# block 1

File: src/rtl/msrv32_reg_block2_pkg.sv
// Shared msrv32 definitions: RV32I field widths, control encodings and the
// branch-target alignment helper used by the stage-2/3 pipeline register.
package msrv32_reg_block2_pkg;

    localparam int XLEN        = 32;
    localparam int REG_ADDR_W  = 5;
    localparam int CSR_ADDR_W  = 12;
    localparam int ALU_OP_W    = 4;
    localparam int WB_SEL_W    = 3;
    localparam int CSR_OP_W    = 3;
    localparam int LOAD_SIZE_W = 2;

    typedef enum logic [WB_SEL_W-1:0] {
        WB_ALU     = 3'b000,
        WB_LU      = 3'b001,
        WB_IMM     = 3'b010,
        WB_IADDER  = 3'b011,
        WB_CSR     = 3'b100,
        WB_PC_PLUS = 3'b101
    } wb_sel_e;

    typedef enum logic [LOAD_SIZE_W-1:0] {
        LS_BYTE = 2'b00,
        LS_HALF = 2'b01,
        LS_WORD = 2'b10
    } load_size_e;

    typedef enum logic [ALU_OP_W-1:0] {
        ALU_ADD  = 4'b0000,
        ALU_SLL  = 4'b0001,
        ALU_SLT  = 4'b0010,
        ALU_SLTU = 4'b0011,
        ALU_XOR  = 4'b0100,
        ALU_SRL  = 4'b0101,
        ALU_OR   = 4'b0110,
        ALU_AND  = 4'b0111,
        ALU_SUB  = 4'b1000,
        ALU_SRA  = 4'b1101
    } alu_op_e;

    // A taken branch/jump target must be halfword aligned, so its LSB is dropped.
    function automatic logic [XLEN-1:0] align_target(input logic [XLEN-1:0] addr,
                                                     input logic            taken);
        return {addr[XLEN-1:1], addr[0] & ~taken};
    endfunction

endpackage

File: src/rtl/msrv32_reg_block2.sv
// msrv32 stage-2/stage-3 pipeline register: captures decoded control, operands,
// PC values and the aligned immediate-adder result for execute/write-back.
module msrv32_reg_block2
    import msrv32_reg_block2_pkg::*;
(
    input  logic                   clk_in,
    input  logic                   reset_in,
    input  logic [REG_ADDR_W-1:0]  rd_addr_in,
    input  logic [CSR_ADDR_W-1:0]  csr_addr_in,
    input  logic [XLEN-1:0]        rs1_in,
    input  logic [XLEN-1:0]        rs2_in,
    input  logic [XLEN-1:0]        pc_in,
    input  logic [XLEN-1:0]        pc_plus_4_in,
    input  logic                   branch_taken_in,
    input  logic [XLEN-1:0]        iadder_in,
    input  logic [ALU_OP_W-1:0]    alu_opcode_in,
    input  logic [LOAD_SIZE_W-1:0] load_size_in,
    input  logic                   load_unsigned_in,
    input  logic                   alu_src_in,
    input  logic                   csr_wr_en_in,
    input  logic                   rf_wr_en_in,
    input  logic [WB_SEL_W-1:0]    wb_mux_sel_in,
    input  logic [CSR_OP_W-1:0]    csr_op_in,
    input  logic [XLEN-1:0]        imm_in,
    output logic [REG_ADDR_W-1:0]  rd_addr_reg_out,
    output logic [CSR_ADDR_W-1:0]  csr_addr_reg_out,
    output logic [XLEN-1:0]        rs1_reg_out,
    output logic [XLEN-1:0]        rs2_reg_out,
    output logic [XLEN-1:0]        pc_reg_out,
    output logic [XLEN-1:0]        pc_plus_4_reg_out,
    output logic [XLEN-1:0]        iadder_out_reg_out,
    output logic [ALU_OP_W-1:0]    alu_opcode_reg_out,
    output logic [LOAD_SIZE_W-1:0] load_size_reg_out,
    output logic                   load_unsigned_reg_out,
    output logic                   alu_src_reg_out,
    output logic                   csr_wr_en_reg_out,
    output logic                   rf_wr_en_reg_out,
    output logic [WB_SEL_W-1:0]    wb_mux_sel_reg_out,
    output logic [CSR_OP_W-1:0]    csr_op_reg_out,
    output logic [XLEN-1:0]        imm_reg_out
);

    logic [XLEN-1:0] iadder_aligned_s;

    assign iadder_aligned_s = align_target(iadder_in, branch_taken_in);

    // Capture every stage-2 field on the same edge; reset clears the whole stage.
    always_ff @(posedge clk_in or posedge reset_in) begin
        if (reset_in) begin
            rd_addr_reg_out       <= 5'd0;
            csr_addr_reg_out      <= 12'd0;
            rs1_reg_out           <= 32'd0;
            rs2_reg_out           <= 32'd0;
            pc_reg_out            <= 32'd0;
            pc_plus_4_reg_out     <= 32'd0;
            iadder_out_reg_out    <= 32'd0;
            alu_opcode_reg_out    <= 4'd0;
            load_size_reg_out     <= 2'd0;
            load_unsigned_reg_out <= 1'b0;
            alu_src_reg_out       <= 1'b0;
            csr_wr_en_reg_out     <= 1'b0;
            rf_wr_en_reg_out      <= 1'b0;
            wb_mux_sel_reg_out    <= 3'd0;
            csr_op_reg_out        <= 3'd0;
            imm_reg_out           <= 32'd0;
        end else begin
            rd_addr_reg_out       <= rd_addr_in;
            csr_addr_reg_out      <= csr_addr_in;
            rs1_reg_out           <= rs1_in;
            rs2_reg_out           <= rs2_in;
            pc_reg_out            <= pc_in;
            pc_plus_4_reg_out     <= pc_plus_4_in;
            iadder_out_reg_out    <= iadder_aligned_s;
            alu_opcode_reg_out    <= alu_opcode_in;
            load_size_reg_out     <= load_size_in;
            load_unsigned_reg_out <= load_unsigned_in;
            alu_src_reg_out       <= alu_src_in;
            csr_wr_en_reg_out     <= csr_wr_en_in;
            rf_wr_en_reg_out      <= rf_wr_en_in;
            wb_mux_sel_reg_out    <= wb_mux_sel_in;
            csr_op_reg_out        <= csr_op_in;
            imm_reg_out           <= imm_in;
        end
    end

endmodule

File: config.mk
export PLATFORM = sky130hd
export DESIGN_NAME = msrv32_reg_block2
export DESIGN_NICKNAME = d
export VERILOG_FILES = /design/src/rtl/msrv32_reg_block2_pkg.sv /design/src/rtl/msrv32_reg_block2.sv
export SDC_FILE = /design/constraint.sdc
export NUM_CORES = 1
export LEC_CHECK = 0
export ABC_CLOCK_PERIOD_IN_PS = 9800
export CAP_MARGIN = 10
export CORE_AREA = 2 2 177 179
export DETAILED_ROUTE_END_ITERATION = 16
export DIE_AREA = 0 0 179 181
export GPL_TIMING_DRIVEN = 0
export PLACE_DENSITY_LB_ADDON = 0.05
export SYNTH_ARGS = -nofsm -noshare
export SYNTH_HDL_FRONTEND = slang
export SYNTH_SLANG_ARGS = --single-unit
File: constraint.sdc
create_clock -name clk_in -period 9.8 [get_ports clk_in]
set_input_delay 1.96 -clock clk_in [delete_from_list [all_inputs] [get_ports clk_in]]
set_output_delay 1.96 -clock clk_in [all_outputs]
set_load 0.05 [all_outputs]
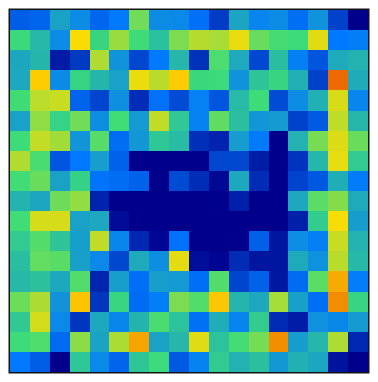
Block 1: cell density map
Drawn at 2 px/um. The die is cut into 18 by 18 equal tiles; dark blue is low, red is high, 0 to 100% covered.
tiles over 75% full: 2.8%
emptiest ninth of the die: center
fullest tile: 88%

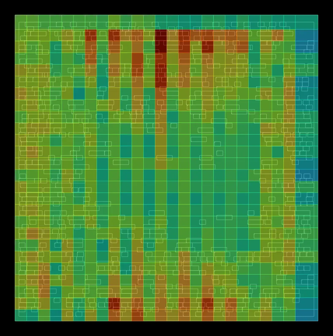
Block 1: routing congestion
Top Usage Layer GRT: met2
fin util: 0.383
met2 global-route usage: 0.220

==> flow_metrics.env <==
# yosys + openroad results
export IMPL_edf_count=0
export IMPL_highest_layer="met4"
export IMPL_synth_area_top_cells="dfrtp_1, nor2b_4, inv_1"
export IMPL_start_kind="register"
export IMPL_comb_area_um2=13.8
export IMPL_slowest_stage="clkdlybuf4s50_1"
export IMPL_timing_final_crit_period_ns=3.71
export IMPL_finalSetupViolations=0
export IMPL_grt_max_degree=98
export IMPL_largest_class="registers"
export IMPL_cts_sinks=225
export IMPL_cts_buffer_depth=3
export IMPL_drv_slew=0
export IMPL_synth_top_area_share=0.997
export IMPL_post_cts_setup_buffer_count=0
export IMPL_hold_viol=0
export IMPL_critical_path_buf_inv_count=1
export IMPL_cts_buffers=27
export IMPL_postSynthCellCount=227
export IMPL_taps=396
export IMPL_synth_cell_types=3
export IMPL_fp_util=0.186
export IMPL_synth_top_cell_by_area="dfrtp_1"
export IMPL_ys_seq_frac=0.997
export IMPL_drc_errors=0
export IMPL_clockRootBuffer="clkbuf_16"
export IMPL_path_class="register to output pin"
export IMPL_async_reset_ff_frac=1.00
export IMPL_comb_area_frac=0.00118
export IMPL_yosys_warnings=0
export IMPL_cts_tree="done"
export IMPL_avgSynthCellArea_um2=24.9
export IMPL_num_rows=64
export IMPL_seq_cells=225
export IMPL_status="finished clean"
## cell usage in the layout (no fill, tap or decap), drive strengths merged
| cell | instances |
|---|---|
| dfrtp | 225 |
| clkinv | 4 |
| clkdlybuf4s50 | 452 |
| clkbuf | 37 |
| nor2b | 1 |
| clkinvlp | 2 |
| bufinv | 2 |
| inv | 3 |
| buf | 2 |
## cells by family (layout without fill, tap and decap cells)
kind of cell / after synthesis / after routing / share of synthesized area
simple gates: 1 / 1 / 0.00244
buf+inv: 1 / 502 / 0.000664
flops: 225 / 225 / 0.997
## stage by stage
stage	instance area [um2]	power [W]	setup WS [ns]	hold slack (ns)	instances
final	11600	0.00237	6.09	1.81	1124
after global routing	11600	0.00247	6.03	1.81	1124
after CTS	11600	0.00242	6.05	1.80	1124
after detailed placement	10700	0.00140	6.15	2.39	1077
after global placement	10700	0.00140	-1.15	2.40	1075
after floorplan	5650	0.00119	1.68	1.99	227
## report_power, final
part           leakage (nW)  switching, W  internal (W)
Clock                 0.439      0.000388      0.000604
Combinational          1.81      0.000230      0.000158
Sequential             2.62     0.0000124      0.000976
## routing by layer
metal,track usage,vias up
met1,0.104,1844
met2,0.220,269
li1,-,1671
met5,0,-
met4,0.0315,0
met3,0.0734,29

# block 2

Block 2, cell density map:
Drawn at 3 px/um. The die is cut into 13 by 13 equal tiles; dark blue is low, red is high, 0 to 100% covered.
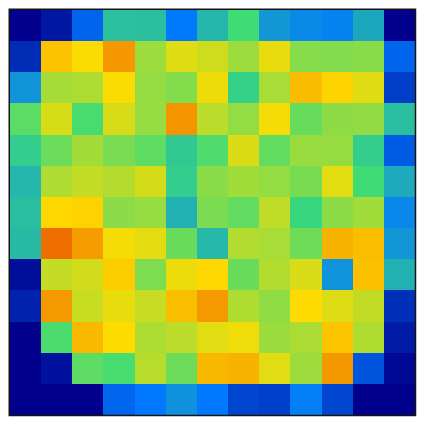
Block 2, port wiring:
Drawn at 2 px/um.
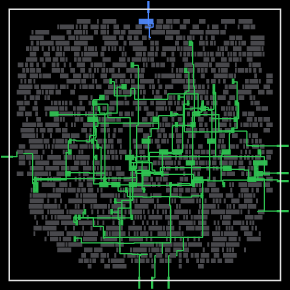
===== src/rtl/alu_pipe.sv =====
// Pipelined ALU: one-cycle ops plus an iterative restoring divider.
// Status flags and a BUSY handshake stall the controller during divides.
module alu_pipe #(
  parameter int DATA_WIDTH = 8,
  parameter int OUT_WIDTH  = 2 * DATA_WIDTH
) (
  input  logic                  clk,
  input  logic                  RST,
  input  logic [DATA_WIDTH-1:0] A,
  input  logic [DATA_WIDTH-1:0] B,
  input  logic [3:0]            ALU_FUN,
  input  logic                  SIGNED,
  input  logic                  Enable,
  output logic                  BUSY,
  output logic [OUT_WIDTH-1:0]  ALU_OUT,
  output logic                  OUT_VALID,
  output logic                  ZERO,
  output logic                  CARRY,
  output logic                  OVF,
  output logic                  DIV0
);
  localparam int W  = DATA_WIDTH;
  localparam int CW = $clog2(W + 1);

  if (OUT_WIDTH != 2 * DATA_WIDTH || DATA_WIDTH < 4) begin : g_bad
    $error("alu_pipe: illegal DATA_WIDTH/OUT_WIDTH");
  end

  localparam logic [3:0] OP_ADD  = 4'h0;
  localparam logic [3:0] OP_SUB  = 4'h1;
  localparam logic [3:0] OP_MUL  = 4'h2;
  localparam logic [3:0] OP_DIV  = 4'h3;
  localparam logic [3:0] OP_AND  = 4'h4;
  localparam logic [3:0] OP_OR   = 4'h5;
  localparam logic [3:0] OP_NAND = 4'h6;
  localparam logic [3:0] OP_NOR  = 4'h7;
  localparam logic [3:0] OP_XOR  = 4'h8;
  localparam logic [3:0] OP_XNOR = 4'h9;
  localparam logic [3:0] OP_EQ   = 4'hA;
  localparam logic [3:0] OP_GT   = 4'hB;
  localparam logic [3:0] OP_LT   = 4'hC;
  localparam logic [3:0] OP_SHR  = 4'hD;
  localparam logic [3:0] OP_SHL  = 4'hE;
  localparam logic [3:0] OP_NOP  = 4'hF;

  typedef enum logic [1:0] {S_IDLE, S_DIV, S_DONE} state_e;

  state_e         state_q, state_d;
  logic [CW-1:0]  cnt_q, cnt_d;
  logic [W-1:0]   rem_q, rem_d;
  logic [W-1:0]   quo_q, quo_d;
  logic [W-1:0]   dvs_q, dvs_d;
  logic           negq_q, negq_d;
  logic           negr_q, negr_d;
  logic           dovf_q, dovf_d;
  logic [2*W-1:0] out_q, out_d;
  logic           vld_q, vld_d;
  logic           cry_q, cry_d;
  logic           ovf_q, ovf_d;
  logic           dz_q, dz_d;

  logic [W:0]     add_u, sub_u, trial;
  logic [2*W-1:0] mul_s, mul_u;
  logic           gt_r, lt_r;
  logic [2*W-1:0] alu_res;
  logic           alu_c, alu_o;

  assign add_u = {1'b0, A} + {1'b0, B};
  assign sub_u = {1'b0, A} - {1'b0, B};
  assign mul_s = {{W{A[W-1]}}, A} * {{W{B[W-1]}}, B};
  assign mul_u = {{W{1'b0}}, A} * {{W{1'b0}}, B};
  assign gt_r  = SIGNED ? ($signed(A) > $signed(B)) : (A > B);
  assign lt_r  = SIGNED ? ($signed(A) < $signed(B)) : (A < B);
  assign trial = {rem_q, quo_q[W-1]} - {1'b0, dvs_q};

  always_comb begin
    alu_res = '0;
    alu_c   = 1'b0;
    alu_o   = 1'b0;
    unique case (ALU_FUN)
      OP_ADD: begin
        alu_res = SIGNED ? {{W{add_u[W-1]}}, add_u[W-1:0]}
                         : {{(W-1){1'b0}}, add_u};
        alu_c   = add_u[W];
        alu_o   = (A[W-1] == B[W-1]) && (add_u[W-1] != A[W-1]);
      end
      OP_SUB: begin
        alu_res = SIGNED ? {{W{sub_u[W-1]}}, sub_u[W-1:0]}
                         : {{(W-1){1'b0}}, sub_u};
        alu_c   = sub_u[W];
        alu_o   = (A[W-1] != B[W-1]) && (sub_u[W-1] != A[W-1]);
      end
      OP_MUL:  alu_res = SIGNED ? mul_s : mul_u;
      OP_AND:  alu_res = {{W{1'b0}}, A & B};
      OP_OR:   alu_res = {{W{1'b0}}, A | B};
      OP_NAND: alu_res = {{W{1'b0}}, ~(A & B)};
      OP_NOR:  alu_res = {{W{1'b0}}, ~(A | B)};
      OP_XOR:  alu_res = {{W{1'b0}}, A ^ B};
      OP_XNOR: alu_res = {{W{1'b0}}, ~(A ^ B)};
      OP_EQ:   alu_res = {{(2*W-1){1'b0}}, A == B};
      OP_GT:   alu_res = {{(2*W-1){1'b0}}, gt_r};
      OP_LT:   alu_res = {{(2*W-1){1'b0}}, lt_r};
      OP_SHR:  alu_res = {{W{1'b0}}, SIGNED & A[W-1], A[W-1:1]};
      OP_SHL:  alu_res = {{W{1'b0}}, A[W-2:0], 1'b0};
      default: alu_res = '0;
    endcase
  end

  always_comb begin
    state_d = state_q;
    cnt_d   = cnt_q;
    rem_d   = rem_q;
    quo_d   = quo_q;
    dvs_d   = dvs_q;
    negq_d  = negq_q;
    negr_d  = negr_q;
    dovf_d  = dovf_q;
    out_d   = out_q;
    vld_d   = 1'b0;
    cry_d   = cry_q;
    ovf_d   = ovf_q;
    dz_d    = dz_q;
    unique case (state_q)
      S_IDLE: begin
        if (Enable && ALU_FUN == OP_DIV && B == '0) begin
          out_d = {A, {W{1'b1}}};
          vld_d = 1'b1;
          cry_d = 1'b0;
          ovf_d = 1'b0;
          dz_d  = 1'b1;
        end else if (Enable && ALU_FUN == OP_DIV) begin
          state_d = S_DIV;
          cnt_d   = '0;
          rem_d   = '0;
          quo_d   = A;
          dvs_d   = B;
          negq_d  = SIGNED & (A[W-1] ^ B[W-1]);
          negr_d  = SIGNED & A[W-1];
          dovf_d  = SIGNED && (A == {1'b1, {(W-1){1'b0}}}) && (B == '1);
        end else if (Enable && ALU_FUN != OP_NOP) begin
          out_d = alu_res;
          vld_d = 1'b1;
          cry_d = alu_c;
          ovf_d = alu_o;
          dz_d  = 1'b0;
        end
      end
      S_DIV: begin
        cnt_d = cnt_q + 1'b1;
        // first cycle converts the latched operands to magnitudes
        if (cnt_q == '0) begin
          quo_d = negr_q ? -quo_q : quo_q;
          dvs_d = (negq_q ^ negr_q) ? -dvs_q : dvs_q;
        end else begin
          if (!trial[W]) begin
            rem_d = trial[W-1:0];
            quo_d = {quo_q[W-2:0], 1'b1};
          end else begin
            rem_d = {rem_q[W-2:0], quo_q[W-1]};
            quo_d = {quo_q[W-2:0], 1'b0};
          end
          if (cnt_q == CW'(W)) state_d = S_DONE;
        end
      end
      S_DONE: begin
        out_d   = {negr_q ? -rem_q : rem_q, negq_q ? -quo_q : quo_q};
        vld_d   = 1'b1;
        cry_d   = 1'b0;
        ovf_d   = dovf_q;
        dz_d    = 1'b0;
        state_d = S_IDLE;
      end
      default: state_d = S_IDLE;
    endcase
  end

  always_ff @(posedge clk) begin
    if (RST) begin
      state_q <= S_IDLE;
      cnt_q   <= '0;
      rem_q   <= '0;
      quo_q   <= '0;
      dvs_q   <= '0;
      negq_q  <= 1'b0;
      negr_q  <= 1'b0;
      dovf_q  <= 1'b0;
      out_q   <= '0;
      vld_q   <= 1'b0;
      cry_q   <= 1'b0;
      ovf_q   <= 1'b0;
      dz_q    <= 1'b0;
    end else begin
      state_q <= state_d;
      cnt_q   <= cnt_d;
      rem_q   <= rem_d;
      quo_q   <= quo_d;
      dvs_q   <= dvs_d;
      negq_q  <= negq_d;
      negr_q  <= negr_d;
      dovf_q  <= dovf_d;
      out_q   <= out_d;
      vld_q   <= vld_d;
      cry_q   <= cry_d;
      ovf_q   <= ovf_d;
      dz_q    <= dz_d;
    end
  end

  assign BUSY      = (state_q != S_IDLE);
  assign ALU_OUT   = out_q;
  assign OUT_VALID = vld_q;
  assign ZERO      = (out_q == '0);
  assign CARRY     = cry_q;
  assign OVF       = ovf_q;
  assign DIV0      = dz_q;
endmodule


===== config.mk =====
export PLATFORM = sky130hd
export DESIGN_NAME = alu_pipe
export DESIGN_NICKNAME = d
export VERILOG_FILES = /design/src/rtl/alu_pipe.sv
export SDC_FILE = /design/constraint.sdc
export NUM_CORES = 1
export LEC_CHECK = 0
export CAP_MARGIN = 20
export CORE_MARGIN = 3
export CORE_UTILIZATION = 55
export CTS_BUF_LIST = sky130_fd_sc_hd__clkbuf_8
export DETAILED_ROUTE_END_ITERATION = 12
export PLACE_DENSITY_LB_ADDON = 0.12
export SKIP_CTS_REPAIR_TIMING = 1
export SYNTH_ARGS = -nofsm -noshare
export SYNTH_HDL_FRONTEND = slang
export SYNTH_SLANG_ARGS = --single-unit

===== constraint.sdc =====
create_clock -name clk -period 15.1 [get_ports clk]
set_input_delay 3.02 -clock clk [delete_from_list [all_inputs] [get_ports clk]]
set_output_delay 3.02 -clock clk [all_outputs]
set_load 0.03 [all_outputs]

==> flow_metrics.env <==
# yosys + openroad results
export IMPL_status="finished clean"
export IMPL_cts_buffer_depth=2
export IMPL_ios=46
export IMPL_layout_cells_non_filler=1402
export IMPL_n_fill_cell=1534
export IMPL_wl_met1_um=11500
export IMPL_place_ws_ns=6.09
export IMPL_reg2reg_slack_ns=12.15
export IMPL_met3RoutedLength_um=1820
export IMPL_fmaxAchievable_mhz=115
export IMPL_vias=8216
export IMPL_r2r_end="rem_q[1]$_SDFFE_PP0P_"
export IMPL_largest_reg_flops=16
export IMPL_finalSetupViolations=0
export IMPL_placedCellCount=1392
export IMPL_power_leakage_nw=4.48
export IMPL_setup_tns_ns=0
export IMPL_yosys_cells=1174
export IMPL_crit_path_end_kind="register"
export IMPL_hold_viol=0
export IMPL_topCombFamilyByArea="adder cells"
export IMPL_slowest_stage="clkdlybuf4s50_1"
export IMPL_path_class="input pin to register"
export IMPL_comb_power_share=0.731
export IMPL_insertion_delay_ns=0.33
export IMPL_hpwl_um=20200
export IMPL_grt_overflow_total=0
export IMPL_vias_per_cell=5.86
export IMPL_synthXorXnorAreaFrac=0.0660
export IMPL_largestPowerGroup="combinational logic"
export IMPL_first_global_vias=7872
export IMPL_p_clk_w=0.000103
export IMPL_netlist_area_um2=9140
export IMPL_muxShareOfSynthArea=0.0200
export IMPL_p_seq_frac=0.160
export IMPL_maxCapViolCount=0
export IMPL_edf_count=0
export IMPL_wirelength_um=25500
export IMPL_yosys_stat_area_um2=9140
export IMPL_p_switching_w=0.000465
export IMPL_switching_share=0.489
export IMPL_critical_path_top_delay_family="adder cells"
export IMPL_drt_iter0_markers=769
export IMPL_htree_levels=2
export IMPL_pwr_share_clk=0.109
export IMPL_core_area_um2=16100
export IMPL_top_cells_by_count="inv_1, nor2_1, ha_1"
export IMPL_die_h_um=135
About 'cell density map' of block 2:
fullest tile: 88%
tiles over 75% full: 13%
mean over tiles: 52%
nearly empty tiles: 5.9%

About 'port wiring' of block 2:
| port | color | bits | direction | end cells | buffers | wire |
|---|---|---|---|---|---|---|
| `OVF` | blue | 1 | output | 1 | 1 | 20.8 um |
| `A` | green | 8 | input | 78 | 8 | 1970 um |

stage by stage:
step                       util  instance area, um2
after floorplan               -                9140
after global placement    0.602                9670
after detailed placement  0.602                9670
after CTS                 0.610                9790
after global routing      0.611                9810
final                     0.611                9810
worst max path at each step:
| stage | startpoint | endpoint | cells past startpoint |
|---|---|---|---|
| after CTS | A[1] | ALU_OUT[12]$_SDFFE_PP0P_ | 20 |
| after global placement | A[1] | ALU_OUT[12]$_SDFFE_PP0P_ | 20 |
| after global routing | A[1] | ALU_OUT[12]$_SDFFE_PP0P_ | 20 |
| after floorplan | B[7] | ALU_OUT[12]$_SDFFE_PP0P_ | 21 |
| final | A[1] | ALU_OUT[12]$_SDFFE_PP0P_ | 20 |
| after detailed placement | A[1] | ALU_OUT[12]$_SDFFE_PP0P_ | 20 |
final cells by class:
type	instances	area, um2	share of cell area
multi-input cells	868	7070	0.721
flip-flops and latches	53	1060	0.108
inverters	202	758	0.0773
repair buffers	55	526	0.0536
well taps	216	270	0.0276
clock buffers	6	82.6	0.00842
clock inverters	2	33.8	0.00345

# block 3

Block 3, port wiring:
Drawn at 2 px/um.
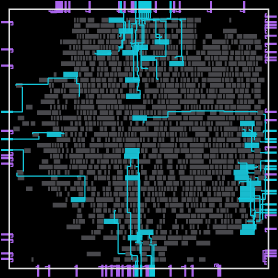
`src/rtl/ddr_write_burst_ctrl.sv`:
```
// Drains a ping-pong line buffer into DDR as one AXI4 write burst per bank.
// Latency: bank_full_i -> awvalid_o in 2 cycles; L-beat burst period is L+4 cycles.
// Backpressure: AW/W/B stalls hold valids, address and read address stable; W beats gated by wready_i.
//
// Ports:
//   clk_i, resetn_i            DDR-side clock (also buffer read clock), sync active-low reset
//   frame_start_i, ddr_base_i  new frame base; applied now in IDLE, else deferred to the next IDLE
//   bank_full_i                one bank of the buffer has been written (already synchronised)
//   rd_addr_o, rd_data_i       buffer read port; data arrives one cycle after the address
//   aw*/w*/b*                  AXI4 write address, data and response channels
//   busy_o                     controller not idle
//   overflow_o, err_o          sticky: bank_full_i with two banks pending / non-OKAY bresp_i
module ddr_write_burst_ctrl #(
  parameter int g_BUFF_AWIDTH = 8,
  parameter int g_DWIDTH      = 64,
  parameter int g_AXI_AWIDTH  = 32
) (
  input  logic                     clk_i,
  input  logic                     resetn_i,
  input  logic                     frame_start_i,
  input  logic [g_AXI_AWIDTH-1:0]  ddr_base_i,
  input  logic                     bank_full_i,
  output logic [g_BUFF_AWIDTH-1:0] rd_addr_o,
  input  logic [g_DWIDTH-1:0]      rd_data_i,
  output logic [g_AXI_AWIDTH-1:0]  awaddr_o,
  output logic [7:0]               awlen_o,
  output logic                     awvalid_o,
  input  logic                     awready_i,
  output logic [g_DWIDTH-1:0]      wdata_o,
  output logic                     wlast_o,
  output logic                     wvalid_o,
  input  logic                     wready_i,
  input  logic [1:0]               bresp_i,
  input  logic                     bvalid_i,
  output logic                     bready_o,
  output logic                     busy_o,
  output logic                     overflow_o,
  output logic                     err_o
);

  localparam int BW = g_BUFF_AWIDTH - 1;
  localparam logic [BW-1:0] BEAT_MAX = '1;
  localparam logic [7:0] AWLEN = 8'((2 ** BW) - 1);
  localparam logic [g_AXI_AWIDTH-1:0] BURST_BYTES = g_AXI_AWIDTH'((2 ** BW) * (g_DWIDTH / 8));

  typedef enum logic [2:0] {S_IDLE, S_AW, S_PREF, S_W, S_B} state_t;

  state_t                  state_q, state_d;
  logic [1:0]              pending_q, pending_d;
  logic                    bank_q, bank_d;
  logic [BW-1:0]           beat_q, beat_d;
  logic [g_AXI_AWIDTH-1:0] offset_q, offset_d;
  logic [g_AXI_AWIDTH-1:0] base_q, base_d;
  logic [g_AXI_AWIDTH-1:0] awaddr_q, awaddr_d;
  logic [g_AXI_AWIDTH-1:0] fs_base_q, fs_base_d;
  logic                    fs_pend_q, fs_pend_d;
  logic                    overflow_q, overflow_d;
  logic                    err_q, err_d;
  logic                    w_hs;
  logic                    b_hs;

  assign awlen_o    = AWLEN;
  assign awaddr_o   = awaddr_q;
  assign wdata_o    = rd_data_i;
  assign overflow_o = overflow_q;
  assign err_o      = err_q;

  always_comb begin
    state_d    = state_q;
    pending_d  = pending_q;
    bank_d     = bank_q;
    beat_d     = beat_q;
    offset_d   = offset_q;
    base_d     = base_q;
    awaddr_d   = awaddr_q;
    fs_base_d  = fs_base_q;
    fs_pend_d  = fs_pend_q;
    overflow_d = overflow_q;
    err_d      = err_q;
    awvalid_o  = 1'b0;
    wvalid_o   = 1'b0;
    wlast_o    = 1'b0;
    bready_o   = 1'b0;
    rd_addr_o  = '0;
    busy_o     = (state_q != S_IDLE);

    w_hs = (state_q == S_W) && wready_i;
    b_hs = (state_q == S_B) && bvalid_i;

    // A fill and a drain in the same cycle cancel; only a net fill can overflow.
    if (bank_full_i && !b_hs) begin
      if (pending_q == 2'd2) overflow_d = 1'b1;
      else                   pending_d  = pending_q + 2'd1;
    end else if (!bank_full_i && b_hs) begin
      pending_d = pending_q - 2'd1;
    end

    // Outside IDLE the new base is parked so the burst in flight keeps its address.
    if (frame_start_i) begin
      if (state_q == S_IDLE) begin
        base_d    = ddr_base_i;
        offset_d  = '0;
        fs_pend_d = 1'b0;
      end else begin
        fs_base_d = ddr_base_i;
        fs_pend_d = 1'b1;
      end
    end

    case (state_q)
      S_IDLE: begin
        if (pending_q != 2'd0) begin
          state_d  = S_AW;
          // Next-state base/offset so a same-cycle frame start is honoured.
          awaddr_d = base_d + offset_d;
        end
      end
      S_AW: begin
        awvalid_o = 1'b1;
        if (awready_i) state_d = S_PREF;
      end
      S_PREF: begin
        // Prime the registered RAM read so beat 0 is on rd_data_i in the first W cycle.
        rd_addr_o = {bank_q, {BW{1'b0}}};
        beat_d    = '0;
        state_d   = S_W;
      end
      S_W: begin
        wvalid_o  = 1'b1;
        wlast_o   = (beat_q == BEAT_MAX);
        // Look one word ahead on a handshake; hold the address during a stall.
        rd_addr_o = {bank_q, beat_q + BW'(w_hs)};
        if (w_hs) begin
          beat_d = beat_q + 1'b1;
          if (beat_q == BEAT_MAX) state_d = S_B;
        end
      end
      S_B: begin
        bready_o = 1'b1;
        if (b_hs) begin
          if (bresp_i != 2'b00) err_d = 1'b1;
          bank_d  = ~bank_q;
          state_d = S_IDLE;
          if (fs_pend_d) begin
            base_d    = fs_base_d;
            offset_d  = '0;
            fs_pend_d = 1'b0;
          end else begin
            offset_d = offset_q + BURST_BYTES;
          end
        end
      end
      default: state_d = S_IDLE;
    endcase
  end

  always_ff @(posedge clk_i) begin
    if (!resetn_i) begin
      state_q    <= S_IDLE;
      pending_q  <= 2'd0;
      bank_q     <= 1'b0;
      beat_q     <= '0;
      offset_q   <= '0;
      base_q     <= '0;
      awaddr_q   <= '0;
      fs_base_q  <= '0;
      fs_pend_q  <= 1'b0;
      overflow_q <= 1'b0;
      err_q      <= 1'b0;
    end else begin
      state_q    <= state_d;
      pending_q  <= pending_d;
      bank_q     <= bank_d;
      beat_q     <= beat_d;
      offset_q   <= offset_d;
      base_q     <= base_d;
      awaddr_q   <= awaddr_d;
      fs_base_q  <= fs_base_d;
      fs_pend_q  <= fs_pend_d;
      overflow_q <= overflow_d;
      err_q      <= err_d;
    end
  end

endmodule

```
`config.mk`:
```
export PLATFORM = sky130hd
export DESIGN_NAME = ddr_write_burst_ctrl
export DESIGN_NICKNAME = d
export VERILOG_FILES = /design/src/rtl/ddr_write_burst_ctrl.sv
export SDC_FILE = /design/constraint.sdc
export NUM_CORES = 1
export LEC_CHECK = 0
export CORE_UTILIZATION = 54
export DETAILED_ROUTE_END_ITERATION = 10
export PLACE_DENSITY = 0.95
export SYNTH_ARGS = -nofsm -noshare
export SYNTH_HDL_FRONTEND = slang
export SYNTH_SLANG_ARGS = --single-unit
```
`constraint.sdc`:
```
create_clock -name clk_i -period 10.1 [get_ports clk_i]
set_input_delay 1.515 -clock clk_i [delete_from_list [all_inputs] [get_ports clk_i]]
set_output_delay 1.515 -clock clk_i [all_outputs]
set_load 0.005 [all_outputs]
```
==> flow_metrics.env <==
# yosys + openroad results
export IMPL_status="finished clean"
export IMPL_r2r_end="awaddr_o[28]$_SDFFE_PN0P_"
export IMPL_clkTransAtPathRegs_ns=0.06
export IMPL_sh_seq_area=0.297
export IMPL_pwr_share_clk=0.391
export IMPL_power_density_nw_per_um2=165
export IMPL_p_seq_frac=0.397
export IMPL_fmaxAchievable_mhz=170
export IMPL_hold_ws_ns=0.446
export IMPL_synthSimpleGateAreaFrac=0.262
export IMPL_grt_setup_unrepaired="false"
export IMPL_postSynthCellCount=1135
export IMPL_routedWlPerCell_um=16.0
export IMPL_synthXorXnorAreaFrac=0.0454
export IMPL_largestPowerGroup="registers"
export IMPL_power_combinational_w=0.000339
export IMPL_hold_depth=2
export IMPL_clockRootBuffer="clkbuf_16"
export IMPL_post_cts_setup_buffer_count=0
export IMPL_cp_arrival_ns=6.21
export IMPL_fin_nets=1260
export IMPL_htree_levels=4
export IMPL_synth_top_area_share=0.332
export IMPL_cts_buffers=17
export IMPL_wl_met2_um=10500
export IMPL_gp_congestion=0.913
export IMPL_comb_area_um2=5020
export IMPL_mostFrequentLayoutCells="nand2_1, nor2_1, dfxtp_1, clkdlybuf4s50_1, a21oi_1"
export IMPL_muxShareOfSynthArea=0.0477
export IMPL_switching_share=0.295
export IMPL_seq_power_w=0.000636
export IMPL_regArea_um2=2880
export IMPL_slowest_stage="or4b_4"
export IMPL_synth_cell_types=75
export IMPL_ir_drop_mv=0.141
export IMPL_lay_top_count="nand2_1"
export IMPL_comb_area_frac=0.517
export IMPL_num_rows=45
export IMPL_synth_top_cell_by_area="dfxtp_1"
export IMPL_bufAreaShareNonClock=0.0942
export IMPL_crit_path_end_kind="register"
export IMPL_synth_area_top_cells="dfxtp_1, nand2_1, nor2_1"
export IMPL_largest_class="combinational gates"
export IMPL_worst_path_most_repeated_cell="nand2_1"
export IMPL_ys_ff=144
export IMPL_grt_max_degree=86
export IMPL_netlist_area_um2=8680
export IMPL_cts_sinks=144
export IMPL_num_nonclk_inverters=12
export IMPL_taps=211
export IMPL_hold_viol=0
export IMPL_finalCritPeriodShare=0.584
export IMPL_cp_depth=15
export IMPL_path_class="input pin to register"
export IMPL_worst_path_max_fanout=85
## Picture notes: 'port wiring' of block 3
| port | color | bits | direction | end cells | buffers | wire |
|---|---|---|---|---|---|---|
| `awaddr_o` | cyan | 32 | output | 32 | 32 | 1090 um |
| `wdata_o` | purple | 64 | output | 0 | 0 | 193 um |

[synthesized netlist by cell type (3+ instances only)]
cell      number
nand2_1      187
nor2_1       151
dfxtp_1      144
a21oi_1       82
buf_4         72
o21ai_0       62
clkbuf_1      46
mux2i_1       38
and3_1        37
and2_1        33
ha_1          31
nand3_1       25
xor2_1        25
xnor2_1       20
a21o_1        19
inv_1         11
nor3_1        11
nand4_1        9
or3_1          9
a31oi_1        8
buf_1          7
a211oi_1       5
and4_1         5
nand2b_1       5
nor4_1         5
o211a_1        5
o31ai_1        5
a22oi_1        4
nor3b_1        4
o211ai_1       4
o22ai_1        4
buf_2          3
mux2_2         3
nor2b_1        3
o21ai_1        3
o221ai_1       3
[routing by layer]
layer / vias to the layer above / global-route usage
met3: 78 / 0.0553
li1: 3796 / -
met2: 366 / 0.459
met1: 3707 / 0.309
met4: 0 / 0.145
met5: - / 0
[registers in the layout (all words and copies together) (netlist names)]
register    count
bank_q          1
beat_q          7
fs_base_q      32
err_o           1
offset_q       32
state_q         3
awaddr_o       32
pending_q       2
fs_pend_q       1
overflow_o      1
base_q         32


==> notes/layouts.md <==
Pictures saved along the way, in no particular order.

The metal 4 layer.
panel A
Drawn at 3 px/um. Supply wires on this layer in gray.
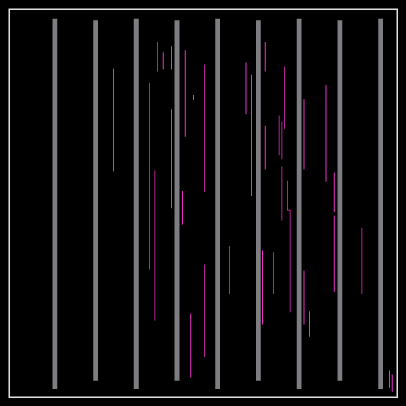
panel B
Drawn at 2 px/um. Supply wires on this layer in gray.
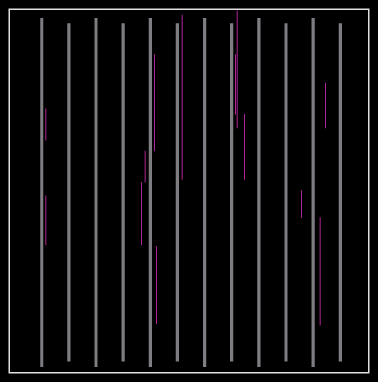
panel C
Drawn at 3 px/um. Supply wires on this layer in gray.
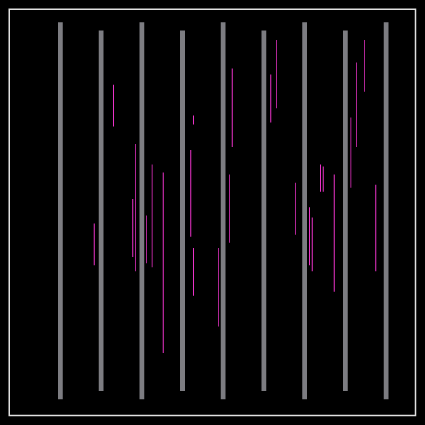
- largest die: panel B
block 3 -> panel A
block 1 -> panel B
block 2 -> panel C

Power is estimated from default activity; no workload was simulated.
